######## tmeasure_sequencer_flat ########
--- config.mk ---
export PLATFORM = sky130hd
export DESIGN_NAME = tmeasure_sequencer_flat
export DESIGN_NICKNAME = d
export VERILOG_FILES = /design/src/rtl/tmeasure_sequencer_if.sv /design/src/rtl/tmeasure_sequencer.sv /design/src/flat_wrapper.sv
export SDC_FILE = /design/constraint.sdc
export NUM_CORES = 1
export LEC_CHECK = 0
export CAP_MARGIN = 10
export CORE_UTILIZATION = 44
export DETAILED_ROUTE_END_ITERATION = 8
export PLACE_DENSITY_LB_ADDON = 0.2
export SLEW_MARGIN = 20
export SYNTH_ARGS = -nofsm -noshare
export SYNTH_HDL_FRONTEND = slang
export SYNTH_SLANG_ARGS = --single-unit
--- constraint.sdc ---
create_clock -name clk -period 3.4 [get_ports clk]
set_input_delay 0.51 -clock clk [delete_from_list [all_inputs] [get_ports clk]]
set_output_delay 0.51 -clock clk [all_outputs]
set_load 0.1 [all_outputs]
--- src/rtl/tmeasure_sequencer_if.sv ---
// Sequencer <-> measurement-top link: start pulse out, busy and the packed per-range results back.
// No handshake beyond busy; results must be stable while busy is low after a measurement.
interface tmeasure_sequencer_if #(
  parameter int N_RANGE = 5,
  parameter int VAL_W   = 32
);
  logic                       meas_start;
  logic                       meas_busy;
  logic [N_RANGE*VAL_W-1:0]   meas_val;

  modport master (output meas_start, input meas_busy, input meas_val);
  modport slave  (input meas_start, output meas_busy, output meas_val);
endinterface

--- src/rtl/tmeasure_sequencer.sv ---
// Period-measurement sequencer with autoranging; result_valid 2 cycles after busy falls.
// No backpressure: cmd_start outside IDLE is dropped, each busy phase is bounded by a watchdog.
module tmeasure_sequencer #(
  parameter int               N_RANGE        = 5,
  parameter int               VAL_W          = 32,
  parameter logic [VAL_W-1:0] SAT_LIMIT      = VAL_W'(32'h7FFF_FFFF),
  parameter logic [VAL_W-1:0] MIN_COUNT      = VAL_W'(16),
  parameter int               TIMEOUT_CYCLES = 2**24,
  parameter int               HOLDOFF_W      = 16
) (
  input  logic                   clk,
  input  logic                   rst_n,
  input  logic                   cmd_start,
  input  logic                   continuous,
  input  logic [HOLDOFF_W-1:0]   holdoff,
  tmeasure_sequencer_if.master   meas,
  output logic [VAL_W-1:0]       result,
  output logic [2:0]             range_sel,
  output logic                   result_valid,
  output logic                   overrange,
  output logic                   underrange,
  output logic                   timeout_err,
  output logic                   busy
);

  localparam int             WD_W    = $clog2(TIMEOUT_CYCLES);
  localparam logic [WD_W-1:0] WD_LAST = WD_W'(TIMEOUT_CYCLES - 1);

  typedef enum logic [2:0] {
    IDLE, ISSUE, WAIT_HI, WAIT_LO, EVAL, HOLDOFF
  } state_t;

  state_t                 state;
  logic [WD_W-1:0]        wd_cnt;
  logic [HOLDOFF_W-1:0]   hold_cnt;

  logic [2:0]             sel_idx;
  logic [VAL_W-1:0]       sel_val;
  logic                   sel_ovr;

  // Scan from the coarsest range down so the finest non-saturated one wins.
  always_comb begin
    sel_idx = 3'(N_RANGE - 1);
    sel_val = meas.meas_val[(N_RANGE-1)*VAL_W +: VAL_W];
    sel_ovr = 1'b1;
    for (int i = N_RANGE - 1; i >= 0; i--) begin
      if (meas.meas_val[i*VAL_W +: VAL_W] < SAT_LIMIT) begin
        sel_idx = 3'(i);
        sel_val = meas.meas_val[i*VAL_W +: VAL_W];
        sel_ovr = 1'b0;
      end
    end
  end

  assign busy = (state != IDLE);

  always_ff @(posedge clk or negedge rst_n) begin
    if (!rst_n) begin
      state           <= IDLE;
      wd_cnt          <= '0;
      hold_cnt        <= '0;
      meas.meas_start <= 1'b0;
      result          <= '0;
      range_sel       <= '0;
      result_valid    <= 1'b0;
      overrange       <= 1'b0;
      underrange      <= 1'b0;
      timeout_err     <= 1'b0;
    end else begin
      meas.meas_start <= 1'b0;
      result_valid    <= 1'b0;
      case (state)
        IDLE: begin
          if (cmd_start) begin
            state           <= ISSUE;
            meas.meas_start <= 1'b1;
            timeout_err     <= 1'b0;
          end
        end
        ISSUE: begin
          wd_cnt <= '0;
          state  <= WAIT_HI;
        end
        WAIT_HI: begin
          if (meas.meas_busy) begin
            wd_cnt <= '0;
            state  <= WAIT_LO;
          end else if (wd_cnt == WD_LAST) begin
            timeout_err <= 1'b1;
            state       <= IDLE;
          end else begin
            wd_cnt <= wd_cnt + 1'b1;
          end
        end
        WAIT_LO: begin
          if (!meas.meas_busy) begin
            state <= EVAL;
          end else if (wd_cnt == WD_LAST) begin
            timeout_err <= 1'b1;
            state       <= IDLE;
          end else begin
            wd_cnt <= wd_cnt + 1'b1;
          end
        end
        EVAL: begin
          result       <= sel_val;
          range_sel    <= sel_idx;
          overrange    <= sel_ovr;
          underrange   <= (sel_val < MIN_COUNT) && !sel_ovr;
          result_valid <= 1'b1;
          hold_cnt     <= '0;
          state        <= continuous ? HOLDOFF : IDLE;
        end
        HOLDOFF: begin
          // holdoff+1 cycles here in total, so holdoff=0 still re-issues next cycle.
          if (!continuous) begin
            state <= IDLE;
          end else if (hold_cnt >= holdoff) begin
            state           <= ISSUE;
            meas.meas_start <= 1'b1;
          end else begin
            hold_cnt <= hold_cnt + 1'b1;
          end
        end
        default: state <= IDLE;
      endcase
    end
  end

endmodule
--- src/flat_wrapper.sv ---
// flat-port wrapper written by rule: the top's interface ports become plain ports
module tmeasure_sequencer_flat 
#(
  parameter int               N_RANGE        = 5,
  parameter int               VAL_W          = 32,
  parameter logic [VAL_W-1:0] SAT_LIMIT      = VAL_W'(32'h7FFF_FFFF),
  parameter logic [VAL_W-1:0] MIN_COUNT      = VAL_W'(16),
  parameter int               TIMEOUT_CYCLES = 2**24,
  parameter int               HOLDOFF_W      = 16
)
  (clk, rst_n, cmd_start, continuous, holdoff, result, range_sel, result_valid, overrange, underrange, timeout_err, busy, meas_meas_start, meas_meas_busy, meas_meas_val);
  tmeasure_sequencer_if #(.N_RANGE(N_RANGE), .VAL_W(VAL_W)) meas_i ();
  input  logic clk;
  input  logic rst_n;
  input  logic cmd_start;
  input  logic continuous;
  input  logic [HOLDOFF_W-1:0] holdoff;
  output logic [VAL_W-1:0] result;
  output logic [2:0] range_sel;
  output logic result_valid;
  output logic overrange;
  output logic underrange;
  output logic timeout_err;
  output logic busy;
  output wire logic [$bits(meas_i.meas_start)-1:0] meas_meas_start;
  input wire logic [$bits(meas_i.meas_busy)-1:0] meas_meas_busy;
  input wire logic [$bits(meas_i.meas_val)-1:0] meas_meas_val;
  assign meas_meas_start = meas_i.meas_start;
  assign meas_i.meas_busy = meas_meas_busy;
  assign meas_i.meas_val = meas_meas_val;
  tmeasure_sequencer #(.N_RANGE(N_RANGE), .VAL_W(VAL_W), .SAT_LIMIT(SAT_LIMIT), .MIN_COUNT(MIN_COUNT), .TIMEOUT_CYCLES(TIMEOUT_CYCLES), .HOLDOFF_W(HOLDOFF_W)) u_core (.clk(clk), .rst_n(rst_n), .cmd_start(cmd_start), .continuous(continuous), .holdoff(holdoff), .meas(meas_i), .result(result), .range_sel(range_sel), .result_valid(result_valid), .overrange(overrange), .underrange(underrange), .timeout_err(timeout_err), .busy(busy));
endmodule
######## whack_game_core ########
--- config.mk ---
export PLATFORM = sky130hd
export DESIGN_NAME = whack_game_core
export DESIGN_NICKNAME = d
export VERILOG_FILES = /design/src/rtl/whack_pkg.sv /design/src/rtl/mole_slot.sv /design/src/rtl/whack_game_core.sv
export SDC_FILE = /design/constraint.sdc
export NUM_CORES = 1
export LEC_CHECK = 0
export CAP_MARGIN = 40
export CORE_MARGIN = 5
export CORE_UTILIZATION = 30
export CTS_BUF_LIST = sky130_fd_sc_hd__clkbuf_4
export CTS_CLUSTER_SIZE = 24
export DETAILED_ROUTE_END_ITERATION = 8
export GPL_ROUTABILITY_DRIVEN = 1
export GPL_TIMING_DRIVEN = 0
export PLACE_DENSITY = 0.48
export SLEW_MARGIN = 20
export SYNTH_ARGS = -nofsm -noshare
export SYNTH_HDL_FRONTEND = slang
export SYNTH_SLANG_ARGS = --single-unit
export TNS_END_PERCENT = 50
--- constraint.sdc ---
create_clock -name clk -period 19.5 [get_ports clk]
set_clock_uncertainty 0.15 [all_clocks]
set_input_delay 4.875 -clock clk [delete_from_list [all_inputs] [get_ports clk]]
set_output_delay 4.875 -clock clk [all_outputs]
set_load 0.02 [all_outputs]
--- src/rtl/whack_pkg.sv ---
// Shared types and constants for the whack-a-mole game core:
// FSM states, spawn interval table, LFSR seed and feedback taps.
package whack_pkg;

   typedef enum logic [1:0] {
      S_IDLE,
      S_RUN,
      S_PAUSED,
      S_OVER
   } state_e;

   localparam logic [15:0] LFSR_SEED = 16'hACE1;
   // Right-shift form of x^16+x^14+x^13+x^11+1: feedback from bits 0,2,3,5
   localparam logic [15:0] LFSR_TAPS = 16'h002D;

   // Ticks between spawn points for each difficulty level
   function automatic logic [7:0] spawn_ivl(input logic [1:0] diff);
      logic [7:0] ivl;
      case (diff)
         2'd0:    ivl = 8'd100;
         2'd1:    ivl = 8'd70;
         2'd2:    ivl = 8'd50;
         default: ivl = 8'd30;
      endcase
      return ivl;
   endfunction

   // One LFSR step; an all-zero state is forced back to the seed
   function automatic logic [15:0] lfsr_next(input logic [15:0] s);
      logic [15:0] n;
      n = {^(s & LFSR_TAPS), s[15:1]};
      if (n == 16'h0000) n = LFSR_SEED;
      return n;
   endfunction

endpackage

--- src/rtl/mole_slot.sv ---
// One hole: lit flag plus a lifetime down-counter in game ticks.
// clear beats hit beats spawn beats expiry.
module mole_slot (
   input  logic       clk,
   input  logic       rst,
   input  logic       clear_i,
   input  logic       spawn_i,
   input  logic       hit_i,
   input  logic       tick_i,
   input  logic [7:0] life_i,
   output logic       lit_o
);

   logic       lit_q, lit_d;
   logic [7:0] cnt_q, cnt_d;

   // next lit/lifetime state for this hole
   always_comb begin
      lit_d = lit_q;
      cnt_d = cnt_q;
      if (clear_i || hit_i) begin
         lit_d = 1'b0;
         cnt_d = '0;
      end else if (spawn_i) begin
         lit_d = 1'b1;
         cnt_d = life_i;
      end else if (lit_q && tick_i) begin
         if (cnt_q <= 8'd1) begin
            lit_d = 1'b0;
            cnt_d = '0;
         end else begin
            cnt_d = cnt_q - 8'd1;
         end
      end
   end

   // hole state register
   always_ff @(posedge clk) begin
      if (rst) begin
         lit_q <= 1'b0;
         cnt_q <= '0;
      end else begin
         lit_q <= lit_d;
         cnt_q <= cnt_d;
      end
   end

   assign lit_o = lit_q;

endmodule

--- src/rtl/whack_game_core.sv ---
// Whack-a-mole game core: FSM, tick/second timers, mole spawning, scoring.
// Define WHACK_HISCORE_EN to keep a best-score register across games.
module whack_game_core
   import whack_pkg::*;
#(
   parameter int N_HOLES     = 8,
   parameter int SCORE_W     = 12,
   parameter int TICK_CYCLES = 1_000_000,
   parameter int SEC_TICKS   = 100,
   parameter int GAME_SECS   = 30
) (
   input  logic               clk,
   input  logic               rst,
   input  logic               start,
   input  logic               pause,
   input  logic [1:0]         difficulty,
   input  logic [N_HOLES-1:0] tap,
   output logic [N_HOLES-1:0] holes,
   output logic [SCORE_W-1:0] score,
   output logic [5:0]         time_left,
   output logic               running,
   output logic               game_over,
   output logic [SCORE_W-1:0] hi_score
);

   localparam int TICK_W = (TICK_CYCLES > 1) ? $clog2(TICK_CYCLES) : 1;
   localparam int SEC_W  = (SEC_TICKS > 1) ? $clog2(SEC_TICKS) : 1;
   localparam int SUM_W  = SCORE_W + 8;

   state_e              state_q;
   logic [1:0]          diff_q;
   logic [TICK_W-1:0]   tick_q;
   logic [SEC_W-1:0]    sec_q;
   logic [7:0]          spawn_q;
   logic [5:0]          time_q;
   logic [SCORE_W-1:0]  score_q, score_d;
   logic                running_q, over_q;
   logic [15:0]         lfsr_q;

   logic                run, tick, sec, spawn_pt, game_end, start_ok;
   logic [7:0]          ivl, life, cand;
   logic [N_HOLES-1:0]  lit, hit, miss, cand_oh;
   logic [4:0]          lit_cnt, n_hit, n_miss;
   logic                spawn_ok;
   logic [SUM_W-1:0]    pts, up, top;

   assign run      = (state_q == S_RUN);
   assign start_ok = start && (state_q == S_IDLE || state_q == S_OVER);
   assign tick     = run && (tick_q == TICK_W'(TICK_CYCLES - 1));
   assign sec      = tick && (sec_q == SEC_W'(SEC_TICKS - 1));
   assign game_end = sec && (time_q == 6'd1);
   assign ivl      = spawn_ivl(diff_q);
   assign life     = {ivl[6:0], 1'b0};
   assign spawn_pt = tick && (spawn_q == ivl - 8'd1);
   assign cand     = lfsr_q[7:0] % 8'(N_HOLES);
   assign cand_oh  = N_HOLES'(1) << cand;
   assign hit      = run ? (tap & lit) : '0;
   assign miss     = run ? (tap & ~lit) : '0;
   assign spawn_ok = spawn_pt && ~|(cand_oh & lit)
                     && (lit_cnt <= {3'b000, diff_q});

   // lit-hole, hit and miss population counts
   always_comb begin
      lit_cnt = '0;
      n_hit   = '0;
      n_miss  = '0;
      for (int i = 0; i < N_HOLES; i++) begin
         lit_cnt = lit_cnt + 5'(lit[i]);
         n_hit   = n_hit + 5'(hit[i]);
         n_miss  = n_miss + 5'(miss[i]);
      end
   end

   // net score delta applied once, saturating at both ends
   always_comb begin
      pts = SUM_W'(n_hit) * (SUM_W'(diff_q) + SUM_W'(1));
      up  = SUM_W'(score_q) + pts;
      top = SUM_W'({SCORE_W{1'b1}});
      if (up < SUM_W'(n_miss)) begin
         score_d = '0;
      end else if (up - SUM_W'(n_miss) > top) begin
         score_d = '1;
      end else begin
         score_d = SCORE_W'(up - SUM_W'(n_miss));
      end
   end

   for (genvar g = 0; g < N_HOLES; g++) begin : g_slot
      mole_slot u_slot (
         .clk     (clk),
         .rst     (rst),
         .clear_i (start_ok || game_end),
         .spawn_i (spawn_ok && cand_oh[g]),
         .hit_i   (hit[g]),
         .tick_i  (tick),
         .life_i  (life),
         .lit_o   (lit[g])
      );
   end

   // free-running random source, advances in every state
   always_ff @(posedge clk) begin
      if (rst) lfsr_q <= LFSR_SEED;
      else     lfsr_q <= lfsr_next(lfsr_q);
   end

   // game FSM with timers, score and registered status outputs
   always_ff @(posedge clk) begin
      if (rst) begin
         state_q   <= S_IDLE;
         diff_q    <= '0;
         tick_q    <= '0;
         sec_q     <= '0;
         spawn_q   <= '0;
         time_q    <= 6'(GAME_SECS);
         score_q   <= '0;
         running_q <= 1'b0;
         over_q    <= 1'b0;
      end else begin
         case (state_q)
            S_IDLE, S_OVER: begin
               if (start) begin
                  state_q   <= S_RUN;
                  diff_q    <= difficulty;
                  tick_q    <= '0;
                  sec_q     <= '0;
                  spawn_q   <= '0;
                  time_q    <= 6'(GAME_SECS);
                  score_q   <= '0;
                  running_q <= 1'b1;
                  over_q    <= 1'b0;
               end
            end
            S_RUN: begin
               tick_q <= tick ? '0 : tick_q + TICK_W'(1);
               if (tick) begin
                  sec_q   <= sec ? '0 : sec_q + SEC_W'(1);
                  spawn_q <= spawn_pt ? '0 : spawn_q + 8'd1;
               end
               if (sec) time_q <= time_q - 6'd1;
               if (game_end) begin
                  state_q   <= S_OVER;
                  running_q <= 1'b0;
                  over_q    <= 1'b1;
               end else begin
                  score_q <= score_d;
                  if (pause) state_q <= S_PAUSED;
               end
            end
            S_PAUSED: begin
               if (!pause) state_q <= S_RUN;
            end
            default: state_q <= S_IDLE;
         endcase
      end
   end

`ifdef WHACK_HISCORE_EN
   logic [SCORE_W-1:0] hi_q;

   // best final score, updated only when a game runs out of time
   always_ff @(posedge clk) begin
      if (rst) hi_q <= '0;
      else if (game_end && score_q > hi_q) hi_q <= score_q;
   end

   assign hi_score = hi_q;
`else
   assign hi_score = '0;
`endif

   assign holes     = lit;
   assign score     = score_q;
   assign time_left = time_q;
   assign running   = running_q;
   assign game_over = over_q;

endmodule
######## i2s_mic_rx ########
==> config.mk <==
export PLATFORM = sky130hd
export DESIGN_NAME = i2s_mic_rx
export DESIGN_NICKNAME = d
export VERILOG_FILES = /design/src/rtl/i2s_mic_rx.sv
export SDC_FILE = /design/constraint.sdc
export NUM_CORES = 1
export LEC_CHECK = 0
export ABC_AREA = 1
export CORE_ASPECT_RATIO = 2
export CORE_MARGIN = 2
export CORE_UTILIZATION = 63
export CTS_BUF_LIST = sky130_fd_sc_hd__clkbuf_2
export CTS_CLUSTER_DIAMETER = 80
export DETAILED_ROUTE_END_ITERATION = 16
export PLACE_DENSITY = 0.87
export SLEW_MARGIN = 20
export SYNTH_ARGS = -nofsm -noshare
export SYNTH_HDL_FRONTEND = slang
export SYNTH_SLANG_ARGS = --single-unit
==> constraint.sdc <==
create_clock -name clock -period 3.24 [get_ports clock]
set_input_delay 0.648 -clock clock [delete_from_list [all_inputs] [get_ports clock]]
set_output_delay 0.648 -clock clock [all_outputs]
set_load 0.05 [all_outputs]
==> src/rtl/i2s_mic_rx.sv <==
// ============================================================================
// i2s_mic_rx
//   Receiver for a single I2S MEMS microphone. The block is the I2S master:
//   it generates the bit clock (i2s_bclk) and word select (i2s_ws) from the
//   system clock. It captures one 18-bit two's-complement sample per frame
//   from the selected slot and presents it on data/data_rdy.
//
//   Frame layout: 64 BCLKs per frame. ws is low for bit indices 0..31 (left)
//   and high for 32..63 (right). Inside a slot, position 0 is the I2S
//   one-bit delay, 1..18 carry MSB..LSB, and 19..31 are ignored.
//
//   Output semantics: data/data_rdy carry no backpressure. data_rdy is high
//   for exactly one clock when data takes a new sample. data holds its value
//   at all other times. The consumer must take the sample in that clock.
//
//   Optional feature: define I2S_CLIP_DETECT_EN to build the sticky
//   full-scale (clip) detector. When it is undefined, clip is tied low and
//   no comparison logic is built.
// ============================================================================
module i2s_mic_rx #(
    parameter int CLK_DIV     = 16,  // clocks per BCLK half-period, 4..255
    parameter int CHANNEL     = 0,   // 0 = left (ws low), 1 = right (ws high)
    parameter int SKIP_FRAMES = 2    // whole frames discarded after reset
) (
    input  logic        clock,
    input  logic        reset,       // asynchronous, active low
    input  logic        i2s_sd,
    output logic        i2s_bclk,
    output logic        i2s_ws,
    output logic [17:0] data,
    output logic        data_rdy,
    output logic        clip
);

    // Skip counter only needs to reach SKIP_FRAMES; keep at least one bit.
    localparam int SKIP_W = (SKIP_FRAMES < 1) ? 1 : $clog2(SKIP_FRAMES + 1);
    localparam logic [7:0]        DIV_LAST   = 8'(CLK_DIV - 1);
    localparam logic [SKIP_W-1:0] SKIP_LAST  = SKIP_W'(SKIP_FRAMES);
    localparam logic              CHAN_SEL   = CHANNEL[0];

    // ------------------------------------------------------------------------
    // Registers
    // ------------------------------------------------------------------------
    logic [7:0]        r_div;     // divider, 0..CLK_DIV-1
    logic              r_bclk;    // internal bit clock (drives i2s_bclk)
    logic [5:0]        r_idx;     // bit index within the 64-bit frame
    logic              r_ws;      // word select, mirrors r_idx[5]
    logic              r_sd_q;    // sd sampled every clock
    logic [17:0]       r_shift;   // sample being assembled, MSB first
    logic              r_pend;    // LSB just captured, word complete
    logic [SKIP_W-1:0] r_skip;    // completed words thrown away so far
    logic [17:0]       r_data;
    logic              r_rdy;

    // ------------------------------------------------------------------------
    // Decodes
    // ------------------------------------------------------------------------
    logic       w_div_tc;     // divider at terminal count this clock
    logic       w_rise;       // internal bclk goes 0->1 at this edge
    logic       w_fall;       // internal bclk goes 1->0 at this edge
    logic [5:0] w_idx_next;
    logic [4:0] w_slot;       // position within the current slot
    logic       w_chan_hit;   // current slot is the forwarded one
    logic       w_in_window;  // slot position carries a data bit
    logic       w_capture;    // take r_sd_q into the shift register
    logic       w_last;       // this capture is the LSB (s = 18)
    logic       w_skip_done;  // skip period is over, words are presented

    assign w_div_tc    = (r_div == DIV_LAST);
    assign w_rise      = w_div_tc & ~r_bclk;
    assign w_fall      = w_div_tc &  r_bclk;
    assign w_idx_next  = r_idx + 6'd1;
    assign w_slot      = r_idx[4:0];
    assign w_chan_hit  = (r_idx[5] == CHAN_SEL);
    assign w_in_window = (w_slot >= 5'd1) && (w_slot <= 5'd18);
    assign w_capture   = w_rise & w_chan_hit & w_in_window;
    assign w_last      = w_capture & (w_slot == 5'd18);
    assign w_skip_done = (r_skip == SKIP_LAST);

    // ------------------------------------------------------------------------
    // Divider: wrap at terminal count and toggle the bit clock there, so the
    // first bclk rise comes CLK_DIV clocks after reset release.
    // ------------------------------------------------------------------------
    always_ff @(posedge clock or negedge reset) begin
        if (!reset) begin
            r_div  <= 8'd0;
            r_bclk <= 1'b0;
        end else if (w_div_tc) begin
            r_div  <= 8'd0;
            r_bclk <= ~r_bclk;
        end else begin
            r_div  <= r_div + 8'd1;
        end
    end

    // ------------------------------------------------------------------------
    // Frame position: advance the bit index and ws on each bclk falling
    // event. The microphone shifts out new data on that same edge.
    // ------------------------------------------------------------------------
    always_ff @(posedge clock or negedge reset) begin
        if (!reset) begin
            r_idx <= 6'd0;
            r_ws  <= 1'b0;
        end else if (w_fall) begin
            r_idx <= w_idx_next;
            r_ws  <= w_idx_next[5];
        end
    end

    // ------------------------------------------------------------------------
    // Serial data input register. It also keeps the capture path off the
    // pin directly.
    // ------------------------------------------------------------------------
    always_ff @(posedge clock or negedge reset) begin
        if (!reset) begin
            r_sd_q <= 1'b0;
        end else begin
            r_sd_q <= i2s_sd;
        end
    end

    // ------------------------------------------------------------------------
    // Capture: shift in one bit per bclk rise inside the data window of the
    // selected slot. Flag a complete word after the LSB.
    // ------------------------------------------------------------------------
    always_ff @(posedge clock or negedge reset) begin
        if (!reset) begin
            r_shift <= 18'd0;
            r_pend  <= 1'b0;
        end else begin
            r_pend <= w_last;
            if (w_capture) begin
                r_shift <= {r_shift[16:0], r_sd_q};
            end
        end
    end

    // ------------------------------------------------------------------------
    // Presentation: one clock after the LSB, either publish the word with a
    // strobe or use it up as a skipped frame. The skip counter stops at
    // SKIP_FRAMES, and only reset clears it.
    // ------------------------------------------------------------------------
    always_ff @(posedge clock or negedge reset) begin
        if (!reset) begin
            r_data <= 18'd0;
            r_rdy  <= 1'b0;
            r_skip <= '0;
        end else begin
            r_rdy <= 1'b0;
            if (r_pend) begin
                if (w_skip_done) begin
                    r_data <= r_shift;
                    r_rdy  <= 1'b1;
                end else begin
                    r_skip <= r_skip + SKIP_W'(1);
                end
            end
        end
    end

    assign i2s_bclk = r_bclk;
    assign i2s_ws   = r_ws;
    assign data     = r_data;
    assign data_rdy = r_rdy;

`ifdef I2S_CLIP_DETECT_EN
    logic w_full_scale;
    logic r_clip;

    // A word at either full-scale code counts as clipped.
    assign w_full_scale = (r_shift == 18'h1FFFF) || (r_shift == 18'h20000);

    // Sticky clip flag: it sets with the strobe that presents a full-scale
    // word and stays set until reset.
    always_ff @(posedge clock or negedge reset) begin
        if (!reset) begin
            r_clip <= 1'b0;
        end else if (r_pend && w_skip_done && w_full_scale) begin
            r_clip <= 1'b1;
        end
    end

    assign clip = r_clip;
`else
    assign clip = 1'b0;
`endif

endmodule

######## tim_reg_responder ########
===== src/rtl/tim_reg_responder.sv =====
// Timer peripheral register responder: word-mapped CTRL/PSC/ARR/CNT/STATUS,
// prescaler and counter, level interrupt. Optional ARR shadow via TIM_ARR_PRELOAD_EN.
module tim_reg_responder #(
  parameter int ADDR_W = 5,
  parameter int CNT_W  = 16
) (
  input  logic              clk,
  input  logic              reset,
  input  logic              req_valid,
  output logic              req_ready,
  input  logic              req_we,
  input  logic [ADDR_W-1:0] req_addr,
  input  logic [31:0]       req_wdata,
  output logic              rsp_valid,
  input  logic              rsp_ready,
  output logic [31:0]       rsp_rdata,
  output logic              rsp_err,
  output logic              irq
);

  localparam logic [2:0] IDX_CTRL   = 3'd0;
  localparam logic [2:0] IDX_PSC    = 3'd1;
  localparam logic [2:0] IDX_ARR    = 3'd2;
  localparam logic [2:0] IDX_CNT    = 3'd3;
  localparam logic [2:0] IDX_STATUS = 3'd4;

  logic [3:0]       ctrl_q, ctrl_d;
  logic [CNT_W-1:0] psc_q, psc_d;
  logic [CNT_W-1:0] arr_q, arr_d;
  logic [CNT_W-1:0] cnt_q, cnt_d;
  logic [CNT_W-1:0] presc_q, presc_d;
  logic             uif_q, uif_d;
  logic             rsp_valid_q, rsp_valid_d;
  logic [31:0]      rsp_rdata_q, rsp_rdata_d;
  logic             rsp_err_q, rsp_err_d;

  logic [2:0]       idx;
  logic             bad, accept, wr;
  logic             wr_ctrl, wr_psc, wr_arr, wr_cnt, wr_status;
  logic             en, oneshot, irq_en, dir;
  logic             tick_raw, tick, at_limit, upd;
  logic [CNT_W-1:0] wdata_cnt, arr_view;
  logic [31:0]      rd_word;
  logic             unused_wdata;

  assign idx       = req_addr[4:2];
  assign bad       = (|req_addr[1:0]) | (idx > IDX_STATUS) | ((req_addr >> 5) != '0);
  assign req_ready = ~rsp_valid_q | rsp_ready;
  assign accept    = req_valid & req_ready;
  assign wr        = accept & req_we & ~bad;
  assign wr_ctrl   = wr & (idx == IDX_CTRL);
  assign wr_psc    = wr & (idx == IDX_PSC);
  assign wr_arr    = wr & (idx == IDX_ARR);
  assign wr_cnt    = wr & (idx == IDX_CNT);
  assign wr_status = wr & (idx == IDX_STATUS);
  assign wdata_cnt = req_wdata[CNT_W-1:0];
  assign unused_wdata = ^(req_wdata >> CNT_W);

  assign en      = ctrl_q[0];
  assign oneshot = ctrl_q[1];
  assign irq_en  = ctrl_q[2];
  assign dir     = ctrl_q[3];

  // A software write to CTRL, PSC or CNT swallows a coincident tick.
  assign tick_raw = en & (presc_q == psc_q);
  assign tick     = tick_raw & ~(wr_ctrl | wr_psc | wr_cnt);
  assign at_limit = dir ? (cnt_q == '0) : (cnt_q == arr_q);
  assign upd      = tick & at_limit;

  always_comb begin
    presc_d = presc_q;
    if (wr_psc | wr_cnt)
      presc_d = '0;
    else if (en)
      presc_d = tick_raw ? '0 : presc_q + CNT_W'(1);
  end

  always_comb begin
    cnt_d = cnt_q;
    if (wr_cnt)
      cnt_d = wdata_cnt;
    else if (tick) begin
      if (upd)
        cnt_d = dir ? arr_q : '0;
      else
        cnt_d = dir ? cnt_q - CNT_W'(1) : cnt_q + CNT_W'(1);
    end
  end

  always_comb begin
    ctrl_d = ctrl_q;
    if (wr_ctrl)
      ctrl_d = req_wdata[3:0];
    else if (upd & oneshot)
      ctrl_d = ctrl_q & 4'b1110;
    psc_d = wr_psc ? wdata_cnt : psc_q;
    // Set beats clear when a W1C meets an update event.
    uif_d = (uif_q & ~(wr_status & req_wdata[0])) | upd;
  end

`ifdef TIM_ARR_PRELOAD_EN
  logic [CNT_W-1:0] arr_sh_q, arr_sh_d;

  always_comb begin
    arr_sh_d = wr_arr ? wdata_cnt : arr_sh_q;
    arr_d    = (~en | upd) ? arr_sh_d : arr_q;
  end

  assign arr_view = arr_sh_q;

  always_ff @(posedge clk) begin
    if (reset)
      arr_sh_q <= '0;
    else
      arr_sh_q <= arr_sh_d;
  end
`else
  always_comb begin
    arr_d = wr_arr ? wdata_cnt : arr_q;
  end

  assign arr_view = arr_q;
`endif

  always_comb begin
    rd_word = '0;
    case (idx)
      IDX_CTRL:   rd_word = {28'd0, ctrl_q};
      IDX_PSC:    rd_word = 32'(psc_q);
      IDX_ARR:    rd_word = 32'(arr_view);
      IDX_CNT:    rd_word = 32'(cnt_q);
      IDX_STATUS: rd_word = {31'd0, uif_q};
      default:    rd_word = '0;
    endcase
  end

  always_comb begin
    rsp_valid_d = rsp_valid_q;
    rsp_rdata_d = rsp_rdata_q;
    rsp_err_d   = rsp_err_q;
    if (accept) begin
      rsp_valid_d = 1'b1;
      rsp_err_d   = bad;
      rsp_rdata_d = (req_we | bad) ? 32'd0 : rd_word;
    end else if (rsp_ready) begin
      rsp_valid_d = 1'b0;
    end
  end

  always_ff @(posedge clk) begin
    if (reset) begin
      ctrl_q      <= '0;
      psc_q       <= '0;
      arr_q       <= '0;
      cnt_q       <= '0;
      presc_q     <= '0;
      uif_q       <= 1'b0;
      rsp_valid_q <= 1'b0;
      rsp_rdata_q <= '0;
      rsp_err_q   <= 1'b0;
    end else begin
      ctrl_q      <= ctrl_d;
      psc_q       <= psc_d;
      arr_q       <= arr_d;
      cnt_q       <= cnt_d;
      presc_q     <= presc_d;
      uif_q       <= uif_d;
      rsp_valid_q <= rsp_valid_d;
      rsp_rdata_q <= rsp_rdata_d;
      rsp_err_q   <= rsp_err_d;
    end
  end

  assign rsp_valid = rsp_valid_q;
  assign rsp_rdata = rsp_rdata_q;
  assign rsp_err   = rsp_err_q;
  assign irq       = uif_q & irq_en;

endmodule


===== config.mk =====
export PLATFORM = sky130hd
export DESIGN_NAME = tim_reg_responder
export DESIGN_NICKNAME = d
export VERILOG_FILES = /design/src/rtl/tim_reg_responder.sv
export SDC_FILE = /design/constraint.sdc
export NUM_CORES = 1
export LEC_CHECK = 0
export ABC_AREA = 1
export CAP_MARGIN = 20
export CORE_MARGIN = 5
export CORE_UTILIZATION = 56
export CTS_CLUSTER_SIZE = 14
export DETAILED_ROUTE_END_ITERATION = 10
export GPL_TIMING_DRIVEN = 1
export PLACE_DENSITY = 0.92
export SLEW_MARGIN = 0
export SYNTH_ARGS = -nofsm -noshare
export SYNTH_HDL_FRONTEND = slang
export SYNTH_SLANG_ARGS = --single-unit
export TNS_END_PERCENT = 30

===== constraint.sdc =====
create_clock -name clk -period 2.8 [get_ports clk]
set_input_delay 0.28 -clock clk [delete_from_list [all_inputs] [get_ports clk]]
set_output_delay 0.28 -clock clk [all_outputs]
set_load 0.01 [all_outputs]


==> screenshots <==
Wires at chosen ports, followed through buffers.
shot_01.png
Drawn at 4 px/um.
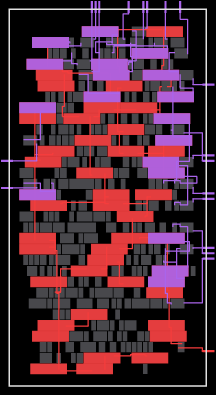
shot_02.png
Drawn at 1.5 px/um.
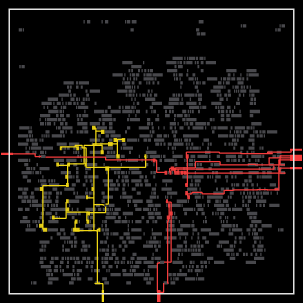
shot_03.png
Drawn at 2 px/um.
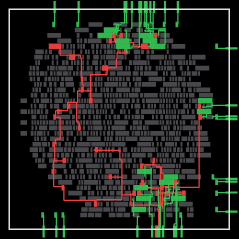
shot_04.png
Drawn at 2 px/um.
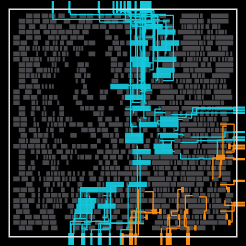
The one with the largest die is shot_02.png.
| from | picture |
|---|---|
| whack_game_core | shot_02.png |
| tim_reg_responder | shot_03.png |
| tmeasure_sequencer_flat | shot_04.png |
| i2s_mic_rx | shot_01.png |

Key to shot_01.png:
legend:
  `data`:
    colour: purple
    direction: output
    edge: 8 right, 8 top, 2 left
    end_cells: 18
    buffers: 18
    wire: 397 um
  `reset`:
    colour: red
    direction: input
    edge: right
    end_cells: 56
    buffers: 3
    wire: 377 um

==> whack_game_core/placed.png <==
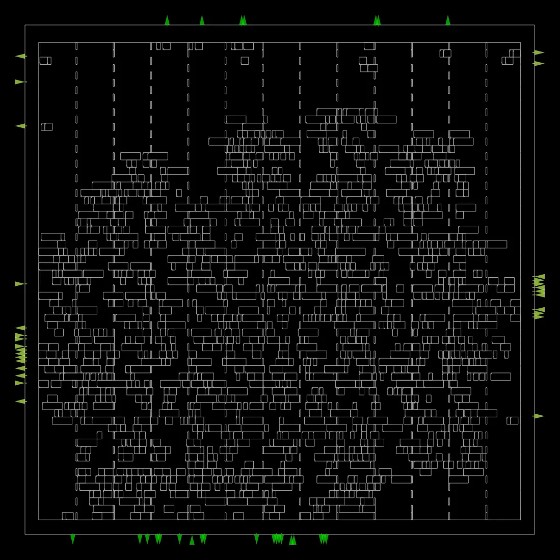
Cell Rows: 65
Layout Cells excl Fill: 1,685

==> whack_game_core/util_map.png <==
Drawn at 2 px/um. The die is cut into 19 by 19 equal tiles; dark blue is low, red is high, 0 to 100% covered.
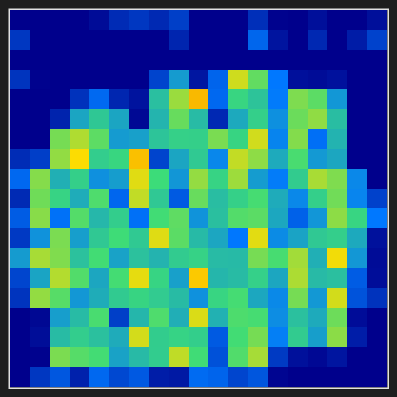
densest ninth of the die: middle
nearly empty tiles: 23%
tiles over 75% full: 0.80%

==> impl_metrics.toml, whack_game_core <==
# synthesis and place-and-route metrics
[critical_path]
cp_slowest_cell = "a22oi_1"
start_kind = "input port"
crit_fanout = 8
cp_num_cells = 26
reg2regPathDepth = 27
regToRegSetupSlack_ns = 10.85
crit_top_cell = "fa_1"
reg2reg_to = "score[8]"

[flow_run]
tool_warnings = 41

[synthesis]
area_leaders = "dfxtp_1, ha_1, nor2_1"
mux_area_share_pct = 1.41
synth_cells = 1192
xor_share_pct = 5.76
flop_cell = "dfxtp_1"
fa_ha_area_share_pct = 11.4
logic_family = "simple AND/OR/NAND/NOR gates"

[layout]
diodes = 1
n_fill_cell = 3382
design_area_um2 = 10900
layout-drive-gt1-share_pct = 7.88
layout.nets = 1358
ff_count = 147
lay_top_count = "dfxtp_1"

[final_timing]
finalSetupTns_ns = 0
setup_viol = 0

[power_and_ir_drop]
pg_clk_w = 0.000216
pwr-share-clk_pct = 21.8
combPwrFrac_pct = 44.1
swShare_pct = 41.3
ir_worst_vdd_uv = 74.5
sequentialPowerShare_pct = 34.2

[hold_path]
min_from = "lfsr_q[11]"

[clock_tree]
cts_buffer_depth = 2
cts_tree = "done"
post_cts_resize_count = 0

[placement]
dpl.hpwl_mm = 20.4

[outcome]
outcome = "finished clean"

[grt]
grt-busiest-layer = "met2"
grt_overflow = 0

[floorplanning]
fp_util_pct = 30.4
==> whack_game_core: synthesized netlist by cell type, drive strengths merged, types with 8 or more instances <==
library cell	count
nand2b	24
or3	19
xnor2	29
a211oi	37
and3	17
dfxtp	147
nand2	106
buf	38
mux2i	9
nand3	46
xor2	34
nor3	63
nor2b	20
a22o	10
a21o	13
clkbuf	24
a31oi	11
nor4	20
and2	9
inv	73
nor2	126
ha	55
a21oi	81
fa	20
nand4	21
o21ai	46
or2	8
o31ai	11
==> tim_reg_responder/class_map.png <==
Drawn at 3 px/um.
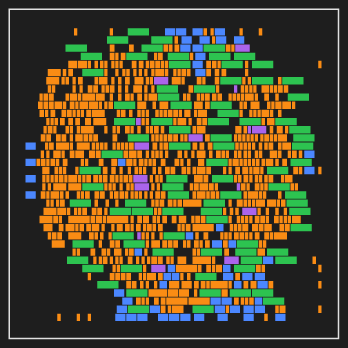
legend:
  remaining buffers and delay cells:
    colour: blue
    cells: 57
  sequential cells:
    colour: green
    cells: 87
  remaining logic cells:
    colour: orange
    cells: 725
  clock drivers and dummy loads:
    colour: purple
    cells: 15

==> tim_reg_responder/util_map.png <==
Drawn at 3 px/um. The die is cut into 11 by 11 equal tiles; dark blue is low, red is high, 0 to 100% covered.
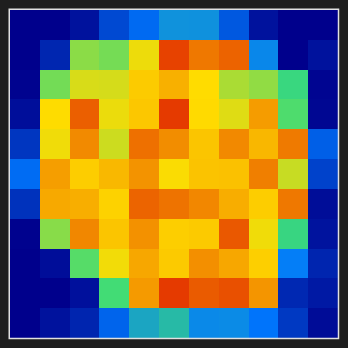
mean over tiles: 51%
nearly empty tiles: 12%
fullest tile: 93%

==> impl_metrics.toml, tim_reg_responder <==
# synthesis and place-and-route metrics
[power_and_ir_drop]
p_comb_w = 0.000205
ir_worst_vdd_uv = 202
switching_power_w = 0.000561

[clock_tree]
cts_htree_levels = 3
cts-hold-fix-buffers = 0
path_clk_slew_ns = 0.08

[grt]
grt_overflow = 0

[layout]
design_area_um2 = 6210
seq_share_pct = 28.0
comb_share_pct = 52.1
finalNonFillerCells = 1017
clock_area_share_pct = 2.54

[synthesis]
ys_warn_count = 0
edf_count = 0
synth_cells = 838
async_flop_share_pct = 0

[critical_path]
regToRegSetupSlack_ns = 0.45
r2r-start = "ctrl_q[3]"

[detailed_routing]
drt_iter0_markers = 548
met3WireLength_mm = 1.15

[outcome]
outcome = "finished clean"

[final_timing]
hold_viol_final = 0
timing.hold.ws_ns = 0.463
finalSetupTns_ns = 0

[floorplanning]
fp_util_pct = 57.0
die_w_um = 109
core_area_um2 = 9680

[hold_path]
min_from = "ctrl_q[2]"

[placement]
dpl.hpwl_mm = 10.9

[flow_run]
tool_warnings = 42
==> tim_reg_responder: synthesized netlist by cell type (4+ instances only) <==
library cell and n:
nand3_1 33, nand2_2 4, clkbuf_1 18, nand2_1 236, ha_1 15, buf_4 17
dfxtp_1 87, nor2_1 71, inv_1 90, buf_2 4, o211ai_1 4, nand4_1 9
nor2_8 4, a21oi_2 4, o221ai_1 12, nor3_1 9, inv_2 7, a21oi_1 93
o21ai_0 59, nor3b_1 5, xor2_1 18
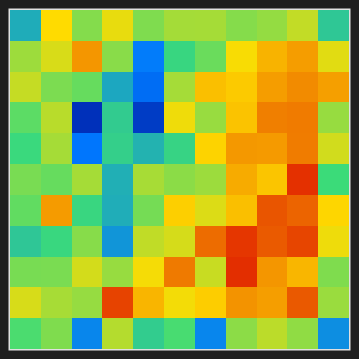
(tmeasure_sequencer_flat/util_map.png)
Drawn at 3 px/um. The die is cut into 11 by 11 equal tiles; dark blue is low, red is high, 0 to 100% covered.
fullest tile: 95%
mean over tiles: 64%
tiles over 75% full: 32%
densest ninth of the die: right middle

==> tmeasure_sequencer_flat/class_map.png <==
Drawn at 3 px/um.
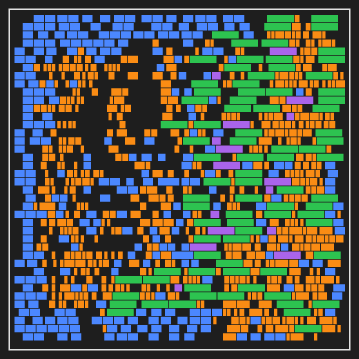
legend:
  remaining buffers and delay cells:
    colour: blue
    cells: 278
  sequential cells:
    colour: green
    cells: 83
  clock drivers and dummy loads:
    colour: purple
    cells: 16
  remaining logic cells:
    colour: orange
    cells: 558

==> impl_metrics.toml, tmeasure_sequencer_flat <==
# synthesis and place-and-route metrics
[grt]
antenna_found_initial = 1

[clock_tree]
post_cts_resize_count = 0

[critical_path]
cp_slowest_cell = "or4_4"
reg2reg_to = "u_core.hold_cnt[11]"
crit_path_max_incr_delay_ns = 0.57
cp.buffers_inverters = 1

[placement]
io_buffers = 221
dpl.hpwl_mm = 17.0

[final_timing]
timing.hold.ws_ns = 0.212
fmax_mhz = 309

[outcome]
outcome = "finished clean"

[synthesis]
synth_flops = 83
synth_cells = 681

[layout]
finalNonFillerCells = 1083
layout-drive-gt1-share_pct = 8.66
lay_top_count = "clkdlybuf4s50_1"
top_regs = "u_core.result (32), u_core.wd_cnt (24), u_core.hold_cnt (16)"

[floorplanning]
core_area_um2 = 12000
die_h_um = 113
-- tmeasure_sequencer_flat: routing by layer --
metal  vias up  share of wire [%]
met5         -                  0
met4         0                3.2
met3        49                7.3
met2       337                 51
met1      3028                 39
li1       3011                  -
-- tmeasure_sequencer_flat: final cells by class --
type / count / area, um2 / area share, %
inverter: 23 / 86.3 / 1.03
tap: 147 / 184 / 2.19
clock buffer: 9 / 225 / 2.68
timing repair buffer: 278 / 2670 / 31.7
sequential: 83 / 2080 / 24.7
multi-input combinational: 535 / 3100 / 36.9
antenna: 1 / 2.50 / 0.0298
clock inverter: 7 / 57.6 / 0.685
==> i2s_mic_rx/class_map.png <==
Drawn at 4 px/um.
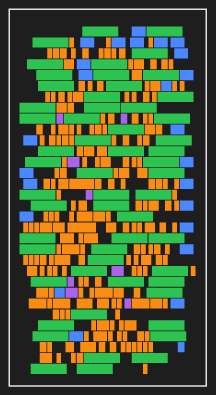
legend:
  remaining buffers and delay cells:
    colour: blue
    cells: 25
  clock drivers and dummy loads:
    colour: purple
    cells: 8
  sequential cells:
    colour: green
    cells: 56
  remaining logic cells:
    colour: orange
    cells: 201

==> impl_metrics.toml, i2s_mic_rx <==
# synthesis and place-and-route metrics
[synthesis]
xor_share_pct = 2.76
fa_ha_area_share_pct = 2.46
mux_area_share_pct = 0
ys_types = 27

[floorplanning]
taps = 51
pin_count = 25

[layout]
comb_cells = 167
seq_share_pct = 49.8
layout.nets = 297
nNonClkBuffers = 25
ff_latch_area_um2 = 1400

[final_timing]
timing.hold.ws_ns = 0.234
drv_slew = 0
setup_viol = 0
slew_headroom_pct = 36.5

[detailed_routing]
met3WireLength_um = 119
wl_per_cell_um = 12.6

[critical_path]
start_kind = "flip-flop"
crit_path_max_incr_delay_ns = 0.82

[outcome]
outcome = "finished clean"

[clock_tree]
root_buffer = "clkbuf_2"
cts-hold-fix-buffers = 0

[placement]
place_congestion = 0.769
## i2s_mic_rx: worst register-to-register path: stages (launching register included)
cell     delay, ns
dfrtp_1       0.43
inv_1         0.08
ha_1          0.18
nand2_1       0.55
o21ai_0       0.40
## i2s_mic_rx: registers in the layout, summed over array words and instances (netlist names)
register,cells
data,18
data_rdy,1
i2s_bclk,1
r_div,8
r_idx,6
r_pend,1
r_sd_q,1
r_shift,18
r_skip,2


==> layout pictures side by side <==
Placement view.
(a)
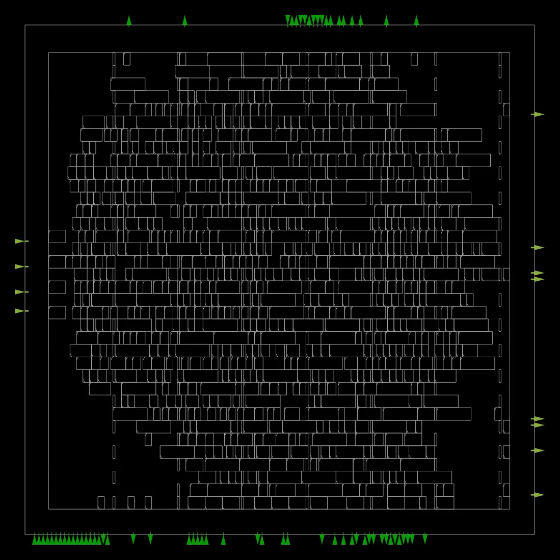
(b)
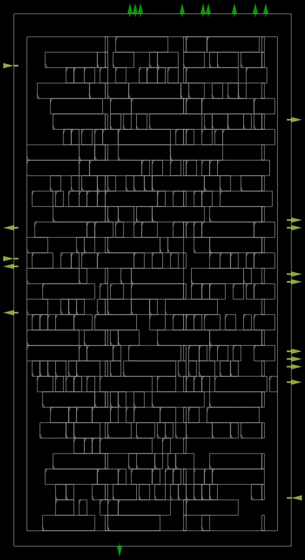
(c)
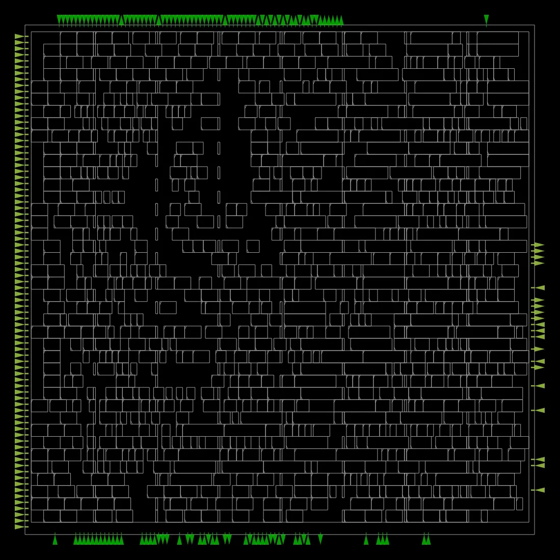
(b) -> i2s_mic_rx
(c) -> tmeasure_sequencer_flat
(a) -> tim_reg_responder
The one with the fewest sequential cells is (b).
The one with the fewest cells is (b).


## Gallery

The metal 1 layer.
Plate I
Drawn at 6 px/um. Supply wires on this layer in grey. Cells faint in the background.
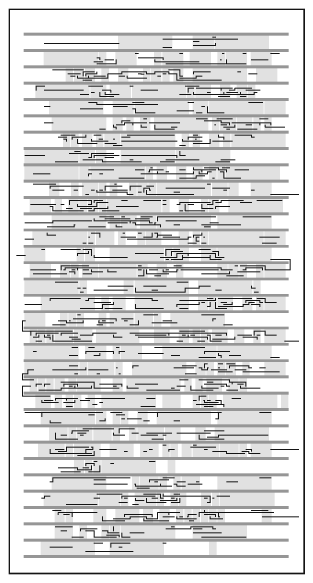
Plate II
Drawn at 2 px/um. Supply wires on this layer in grey. Cells faint in the background.
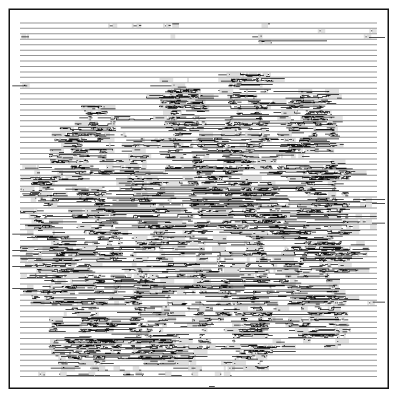
Plate III
Drawn at 4 px/um. Supply wires on this layer in grey. Cells faint in the background.
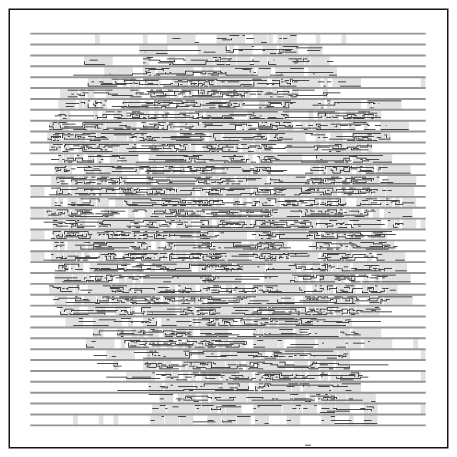
Plate IV
Drawn at 4 px/um. Supply wires on this layer in grey. Cells faint in the background.
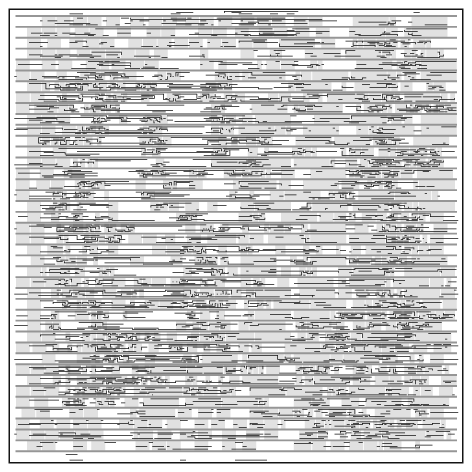
- i2s_mic_rx = Plate I
- tmeasure_sequencer_flat = Plate IV
- tim_reg_responder = Plate III
- whack_game_core = Plate II

Key to Plate II:
longest straight run: 43.2 um
wire length on this layer: 13,600 um
nets with wire on the layer: 1,278
main direction: horizontal
share of all routed wire: 49%

Power and IR drop assume default switching activity.
